# fifo_stream

Figure 1. M3 wires (fifo_stream).
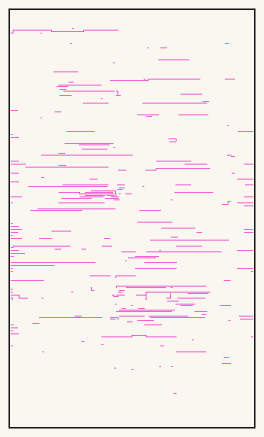

--- src/rtl/fifo_stream.sv ---
// Synchronous valid/ready FIFO with fill counter, programmable almost-full/empty flags,
// a peak-usage monitor and optional zero-latency fall-through when empty.
module fifo_stream #(
  parameter int unsigned DATA_WIDTH   = 32,
  parameter int unsigned DEPTH        = 8,
  parameter bit          FALL_THROUGH = 1'b0,
  parameter type         dtype        = logic [DATA_WIDTH-1:0],
  parameter int unsigned CNT_W        = $clog2(DEPTH + 1)
) (
  input  logic             clk_i,
  input  logic             rst_ni,
  input  logic             flush_i,
  input  logic             testmode_i,
  input  dtype             data_i,
  input  logic             valid_i,
  output logic             ready_o,
  output dtype             data_o,
  output logic             valid_o,
  input  logic             ready_i,
  input  logic [CNT_W-1:0] afull_thresh_i,
  input  logic [CNT_W-1:0] aempty_thresh_i,
  output logic [CNT_W-1:0] usage_o,
  output logic [CNT_W-1:0] peak_o,
  input  logic             clr_peak_i,
  output logic             full_o,
  output logic             empty_o,
  output logic             afull_o,
  output logic             aempty_o
);

  localparam int unsigned      PTR_W    = (DEPTH > 1) ? $clog2(DEPTH) : 1;
  localparam logic [CNT_W-1:0] FULL_CNT = CNT_W'(DEPTH);
  localparam logic [PTR_W-1:0] LAST_PTR = PTR_W'(DEPTH - 1);

  dtype             r_mem [DEPTH];
  logic [PTR_W-1:0] r_wr_ptr, r_rd_ptr;
  logic [CNT_W-1:0] r_usage, r_peak;
  logic [CNT_W-1:0] w_usage_next, w_peak_next;
  logic             w_full, w_empty, w_fall, w_push, w_pop, w_bypass;
  logic             w_store, w_fetch;
  logic             w_unused;

  assign w_unused = testmode_i;

  assign w_full  = (r_usage == FULL_CNT);
  assign w_empty = (r_usage == '0);

  assign ready_o = !w_full && !flush_i;
  assign w_fall  = FALL_THROUGH && w_empty && valid_i && !flush_i;
  assign valid_o = (!w_empty && !flush_i) || w_fall;

  assign w_push   = valid_i && ready_o;
  assign w_pop    = valid_o && ready_i;
  // An item consumed in the same cycle it arrives at an empty FIFO never touches storage.
  assign w_bypass = w_fall && ready_i;
  assign w_store  = w_push && !w_bypass;
  assign w_fetch  = w_pop && !w_bypass;

  always_comb begin
    data_o = '0;
    if (valid_o) begin
      data_o = w_empty ? data_i : r_mem[r_rd_ptr];
    end
  end

  always_comb begin
    w_usage_next = r_usage;
    if (flush_i) begin
      w_usage_next = '0;
    end else if (w_push && !w_pop) begin
      w_usage_next = r_usage + 1'b1;
    end else if (w_pop && !w_push) begin
      w_usage_next = r_usage - 1'b1;
    end
  end

  always_comb begin
    w_peak_next = (r_peak > w_usage_next) ? r_peak : w_usage_next;
    if (clr_peak_i) begin
      w_peak_next = w_usage_next;
    end
  end

  always_ff @(posedge clk_i or negedge rst_ni) begin
    if (!rst_ni) begin
      r_wr_ptr <= '0;
      r_rd_ptr <= '0;
      r_usage  <= '0;
      r_peak   <= '0;
    end else begin
      r_usage <= w_usage_next;
      r_peak  <= w_peak_next;
      if (flush_i) begin
        r_wr_ptr <= '0;
        r_rd_ptr <= '0;
      end else begin
        if (w_store) begin
          r_wr_ptr <= (r_wr_ptr == LAST_PTR) ? '0 : r_wr_ptr + 1'b1;
        end
        if (w_fetch) begin
          r_rd_ptr <= (r_rd_ptr == LAST_PTR) ? '0 : r_rd_ptr + 1'b1;
        end
      end
    end
  end

  always_ff @(posedge clk_i) begin
    if (w_store) begin
      r_mem[r_wr_ptr] <= data_i;
    end
  end

  assign usage_o  = r_usage;
  assign peak_o   = r_peak;
  assign full_o   = w_full;
  assign empty_o  = w_empty;
  assign afull_o  = (r_usage >= afull_thresh_i);
  assign aempty_o = (r_usage <= aempty_thresh_i);

endmodule

--- config.mk ---
export PLATFORM = sky130hd
export DESIGN_NAME = fifo_stream
export DESIGN_NICKNAME = d
export VERILOG_FILES = /design/src/rtl/fifo_stream.sv
export SDC_FILE = /design/constraint.sdc
export NUM_CORES = 1
export LEC_CHECK = 0
export ABC_AREA = 1
export CAP_MARGIN = 20
export CORE_ASPECT_RATIO = 1.75
export CORE_MARGIN = 3
export CORE_UTILIZATION = 57
export DETAILED_ROUTE_END_ITERATION = 10
export GPL_TIMING_DRIVEN = 0
export PLACE_DENSITY = 0.78
export SLEW_MARGIN = 5
export SYNTH_ARGS = -nofsm -noshare
export SYNTH_HDL_FRONTEND = slang
export SYNTH_SLANG_ARGS = --single-unit
--- constraint.sdc ---
create_clock -name clk_i -period 5.2 [get_ports clk_i]
set_input_delay 1.04 -clock clk_i [delete_from_list [all_inputs] [get_ports clk_i]]
set_output_delay 1.04 -clock clk_i [all_outputs]
set_load 0.005 [all_outputs]
# mod_tx_sequencer

File: config.mk
export PLATFORM = sky130hd
export DESIGN_NAME = mod_tx_sequencer
export DESIGN_NICKNAME = d
export VERILOG_FILES = /design/src/rtl/mod_pkg.sv /design/src/rtl/mod_tx_sequencer_symbol_tick_gen.sv /design/src/rtl/mod_tx_sequencer.sv
export SDC_FILE = /design/constraint.sdc
export NUM_CORES = 1
export LEC_CHECK = 0
export ABC_AREA = 0
export CELL_PAD_IN_SITES_DETAIL_PLACEMENT = 1
export CELL_PAD_IN_SITES_GLOBAL_PLACEMENT = 1
export CORE_ASPECT_RATIO = 1.5
export CORE_MARGIN = 2
export CORE_UTILIZATION = 36
export DETAILED_ROUTE_END_ITERATION = 10
export GPL_ROUTABILITY_DRIVEN = 0
export PLACE_DENSITY_LB_ADDON = 0.1
export SLEW_MARGIN = 25
export SYNTH_ARGS = -nofsm -noshare
export SYNTH_HDL_FRONTEND = slang
export SYNTH_SLANG_ARGS = --single-unit
File: constraint.sdc
create_clock -name clock -period 2.2 [get_ports clock]
set_clock_uncertainty 0.1 [all_clocks]
set_input_delay 0.22 -clock clock [delete_from_list [all_inputs] [get_ports clock]]
set_output_delay 0.22 -clock clock [all_outputs]
set_load 0.005 [all_outputs]
File: src/rtl/mod_pkg.sv
// Shared encodings and defaults for the modulator burst sequencer.
// Used by mod_tx_sequencer and its symbol tick generator.
package mod_pkg;

  typedef enum logic [1:0] {
    ST_IDLE  = 2'd0,
    ST_RUN   = 2'd1,
    ST_FLUSH = 2'd2,
    ST_DONE  = 2'd3
  } state_t;

  localparam int NB_COUNT_DEF = 3;
  localparam int NB_LEN_DEF   = 10;
  localparam int N_FLUSH_DEF  = 6;

endpackage

File: src/rtl/mod_tx_sequencer_symbol_tick_gen.sv
// Clear-able clock divider producing the 1-cycle symbol strobe.
// Counts only while running; held at zero otherwise.
module symbol_tick_gen
  import mod_pkg::*;
#(
  parameter int NB_COUNT = NB_COUNT_DEF
) (
  input  logic clock,
  input  logic i_reset,
  input  logic i_run,
  input  logic i_clear,
  output logic o_tick
);

  localparam logic [NB_COUNT-1:0] CNT_ONE = NB_COUNT'(1);

  logic [NB_COUNT-1:0] cnt_q;
  logic [NB_COUNT-1:0] cnt_d;

  always_comb begin
    cnt_d = '0;
    if (i_run && !i_clear) begin
      cnt_d = cnt_q + CNT_ONE;
    end
  end

  always_ff @(posedge clock) begin
    if (!i_reset) begin
      cnt_q <= '0;
    end else begin
      cnt_q <= cnt_d;
    end
  end

  assign o_tick = i_run && (&cnt_q);

endmodule

File: src/rtl/mod_tx_sequencer.sv
// Burst controller for the PRBS -> FIR chain: symbol strobe plus
// run / flush / done sequencing of the block enables.
module mod_tx_sequencer
  import mod_pkg::*;
#(
  parameter int NB_COUNT = NB_COUNT_DEF,
  parameter int NB_LEN   = NB_LEN_DEF,
  parameter int N_FLUSH  = N_FLUSH_DEF
) (
  input  logic              clock,
  input  logic              i_reset,
  input  logic              i_start,
  input  logic              i_stop,
  input  logic              i_continuous,
  input  logic [NB_LEN-1:0] i_burst_len,
  output logic              o_valid,
  output logic              o_prbs_enable,
  output logic              o_fir_enable,
  output logic              o_busy,
  output logic              o_done,
  output logic [1:0]        o_state,
  output logic [NB_LEN-1:0] o_sym_count
);

  localparam int NB_FL = $clog2(N_FLUSH + 1);
  localparam logic [NB_LEN-1:0] LEN_ONE = NB_LEN'(1);
  localparam logic [NB_FL-1:0]  FL_ONE  = NB_FL'(1);
  localparam logic [NB_FL-1:0]  FL_LAST = NB_FL'(N_FLUSH - 1);

  state_t             state_q, state_d;
  logic [NB_LEN-1:0]  sym_q, sym_d;
  logic [NB_LEN-1:0]  len_q, len_d;
  logic               cont_q, cont_d;
  logic [NB_FL-1:0]   fl_q, fl_d;
  logic               run;
  logic               clear;
  logic               tick;

  assign run   = (state_q == ST_RUN) || (state_q == ST_FLUSH);
  assign clear = (state_q == ST_RUN) && i_stop;

  symbol_tick_gen #(
    .NB_COUNT (NB_COUNT)
  ) u_tick (
    .clock   (clock),
    .i_reset (i_reset),
    .i_run   (run),
    .i_clear (clear),
    .o_tick  (tick)
  );

  always_comb begin
    state_d = state_q;
    sym_d   = sym_q;
    len_d   = len_q;
    cont_d  = cont_q;
    fl_d    = fl_q;
    unique case (state_q)
      ST_IDLE: begin
        if (i_start && (i_continuous || (i_burst_len != '0))) begin
          state_d = ST_RUN;
          len_d   = i_burst_len;
          cont_d  = i_continuous;
          sym_d   = '0;
        end
      end
      ST_RUN: begin
        if (tick) begin
          sym_d = sym_q + LEN_ONE;
        end
        // a stop on the final strobe still counts that strobe
        if (i_stop ||
            (tick && !cont_q && (sym_q == len_q - LEN_ONE))) begin
          state_d = ST_FLUSH;
          fl_d    = '0;
        end
      end
      ST_FLUSH: begin
        if (tick) begin
          if (fl_q == FL_LAST) begin
            state_d = ST_DONE;
          end else begin
            fl_d = fl_q + FL_ONE;
          end
        end
      end
      ST_DONE: begin
        state_d = ST_IDLE;
      end
      default: begin
        state_d = ST_IDLE;
      end
    endcase
  end

  always_ff @(posedge clock) begin
    if (!i_reset) begin
      state_q <= ST_IDLE;
      sym_q   <= '0;
      len_q   <= '0;
      cont_q  <= 1'b0;
      fl_q    <= '0;
    end else begin
      state_q <= state_d;
      sym_q   <= sym_d;
      len_q   <= len_d;
      cont_q  <= cont_d;
      fl_q    <= fl_d;
    end
  end

  assign o_valid       = tick;
  assign o_state       = state_q;
  assign o_prbs_enable = (state_q == ST_RUN);
  assign o_fir_enable  = run;
  assign o_busy        = (state_q != ST_IDLE);
  assign o_done        = (state_q == ST_DONE);
  assign o_sym_count   = sym_q;

endmodule

==> gallery <==
Routed clock nets over the placement.
The bar under the picture is 20 um long.
(a)
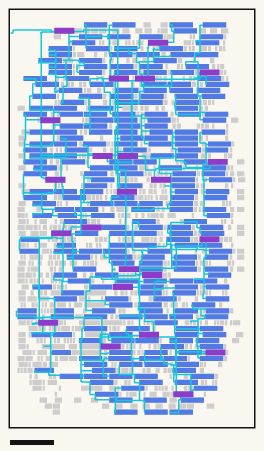
(b)
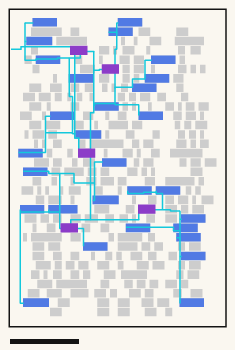
fifo_stream is (a).
mod_tx_sequencer is (b).

Key to (b):
flip-flops -> blue  # count 29
cells driving clock nets -> purple  # count 5
clock wires -> cyan  # length 464 um
routed clock nets = 6
flops lie = spread over the die

Figure 2. Placement view (mod_tx_sequencer).
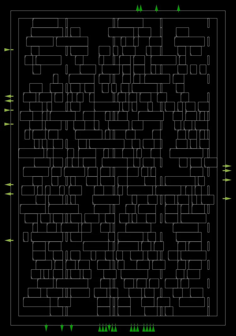
final core occ: 53.35%
Non-Filler Instances: 340
fillcell total: 611
Seq area share: 21.90%

Figure 3. M3 wires (mod_tx_sequencer).
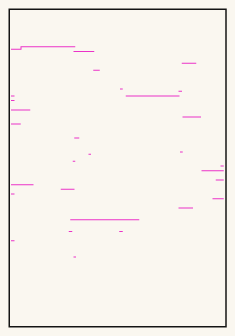
share of all routed wire = 2.0%
wire length on this layer = 111 um

==> CHANGELOG.md, mod_tx_sequencer <==
### Physical design

- Clock buf count: 8
- Top power group: combinational cells
- Minimum clock period: 2.350 ns
- Mapped Area: 1858 sq um
- Area delta synth->final: 44.85%
- Crit path to: o_state[1]
- Root Buffer: clkbuf_8
- GRT Overall Usage: 20.92%
- Post_cts resized: 8
- Clk slew on worst S/H paths: 0.07 ns
- M1 wire length: 2007 um
- I/O pins: 32
- Crit. Startpoint: o_state[0]
- Critical R2R Capture: o_state[1]
- Crit-path cells: inv_4, ha_4, nand2_4, or4_4, nor4b_4, o2111ai_4, a21oi_2, mux2i_1
- Syn Nets: 232
- Tcrit/Tclk final: 106.8%
- Hold path startpoint: u_tick.cnt_q[0]
- Multiplexer share: 7.609%
- Sw Pwr: 0.9692 mW
- Placed cell area: 2487 sq um
- Routed wire length: 5612 um
- Max-slew violation count: 0
- Antenna Violating Nets Remaining: 0
- Hold WS: 0.3405 ns
- Ys flop type: dfxtp_1
- Post-DP HPWL: 4477 um
- Largest fanout on the critical path: 4
- Status: finished with violations
- Arr. time, crit path: 2.46 ns
- Avg WL per Cell: 16.51 um
- Sequential fraction of the synthesis area: 31.25%
- M1 GR Usage: 19.74%
- Floorplan utilization: 36.83%
- Synth cell count leaders: dfxtp_1 (29), nand2_1 (16), nor2b_1 (14)
- Max VDD drop: 0.8565 mV
- Total power: 2.546 mW
- Grt met3 use: 2.822%
- Clock power share: 16.8%
- Cell count after synthesis: 206
- Flop pwr share: 26.3%
- Comb area leader: simple AND/OR/NAND/NOR gates
- Buffers and inverters on the worst path: 1
- Failing checks: negative setup slack
- Final setup margin: -0.1501 ns
- Hold EP: u_tick.cnt_q[0]
- TNS Setup: -0.8651 ns
- Final setup fails: 9
- Share of the synthesized area in the top cell type: 31.25%
- Cell Type Count: 46
Figure 4. Cell density map (fifo_stream).
11 x 19 tiles, from white (low) to dark blue (high), 0 to 100% covered.
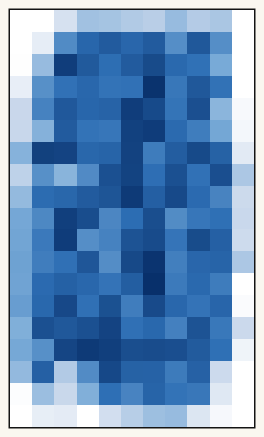
densest ninth of the die = centre
tiles over 75% full = 43%
nearly empty tiles = 7.2%
fullest tile = 100%
mean over tiles = 61%

About Figure 1:
wire length on this layer = 1660 um
share of all routed wire = 6.3%

==> CHANGELOG.md, fifo_stream <==
### Physical design

- Critical R2R Capture: r_mem[0][15]
- Share of the synthesized area in the top cell type: 69.42%
- Final setup margin: 1.182 ns
- Post_cts resized: 0
- Seq cells: 270
- Basic Gates by Area: 9.819%
- First-pass GRT wire length: 40510 um
- Max_cap viols: 0
- Met2 Track Usage GR: 45.86%
- Minimum clock period: 4.018 ns
- Largest fanout on the critical path: 10
- Buffers and inverters on the worst path: 5
- Vias/cell: 5.902
- Net Sw Frac: 24.89%
- Combinational group power: 0.749 mW
- Biggest area cells: edfxtp_1 (69%), nor2_1 (7.0%), o21ai_0 (5.2%)
- Total sequential power: 2.46 mW
- Clk_skew: 0.01604 ns
- NumNets Final: 1075
- Pwr per Cell Area: 363.8 nW/um^2
- GRT Overall Usage: 24.42%
- Pleak: 4.623 nW
- Most common cell in the netlist: edfxtp_1
- Flop pwr share: 50.9%
- Final setup fails: 0
- Most flops, register: r_mem
- Die X: 111.4 um
- Vias: 7448
- Status: completed
- Top power group: sequential cells
- # Cells Yosys: 886
- Worst-Skew Late Latency: 0.50 ns
- Synth flops: 270
- Worst Reg2Reg Path Length in Cells: 8
- Row cnt: 66
- Avg WL per Cell: 20.90 um
- CTS buffer count: 23
- Hold EP: peak_o[1]
- Share of cells above drive strength 1: 9.473%
- H-Tree Depth: 1
- Met2 routed WL: 14320 um
- Pint: 3.621 mW
- Total core area: 18830 sq um
- CP peak stage delay: 0.53 ns
- Sw Pwr: 1.200 mW
- Top Layout Cells: edfxtp_1 (256), nor2_1 (198), o21ai_0 (114), clkdlybuf4s50_1 (91), o21ai_1 (55)
- Area leader, netlist: edfxtp_1
- Async SR Flop Fraction: 5.185%
- Synth cell count leaders: edfxtp_1 (256), nor2_1 (206), o21ai_0 (114)
- Floorplan utilization: 58.81%
- Relative slew slack: 52.44%
- CP required: 4.16 ns
- Grt met3 use: 2.763%
- Hold path startpoint: peak_o[1]
- Hold-critical path depth: 2
- Tcrit/Tclk final: 77.27%
- RSZ-0062 raised after global routing: no
- Syn Area/Cell: 12.50 sq um
- Setup repair bufs after CTS: 0
- Multiplexer share: 0%


==> layout pictures side by side <==
I/O pins on the die edge.
Pins as bars across the die edge, other pins in grey.
image #1
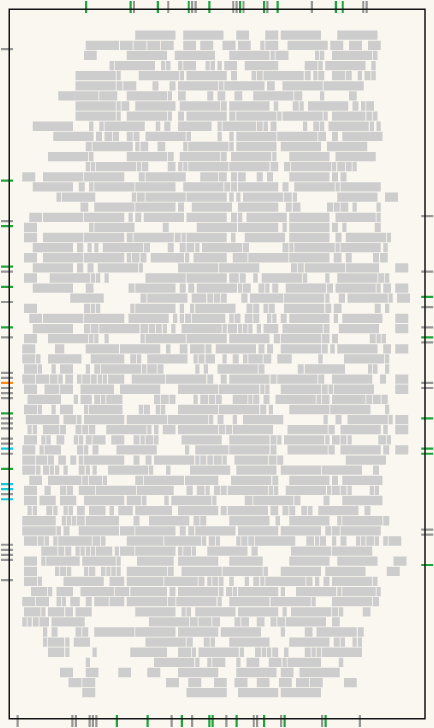
image #2
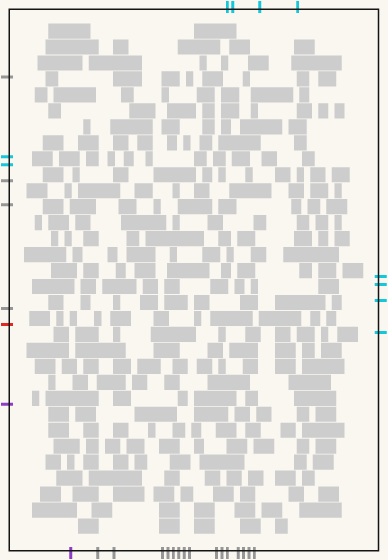
Of these, most pins: image #1
mod_tx_sequencer: image #2
fifo_stream: image #1

Key to image #2:
o_state -> purple  # pins 2, direction output, edge 1 west, 1 south
o_sym_count -> cyan  # pins 10, direction output, edge 4 north, 4 east, 2 west
o_fir_enable -> red  # pins 1, direction output, edge west

Power and IR drop assume default switching activity.
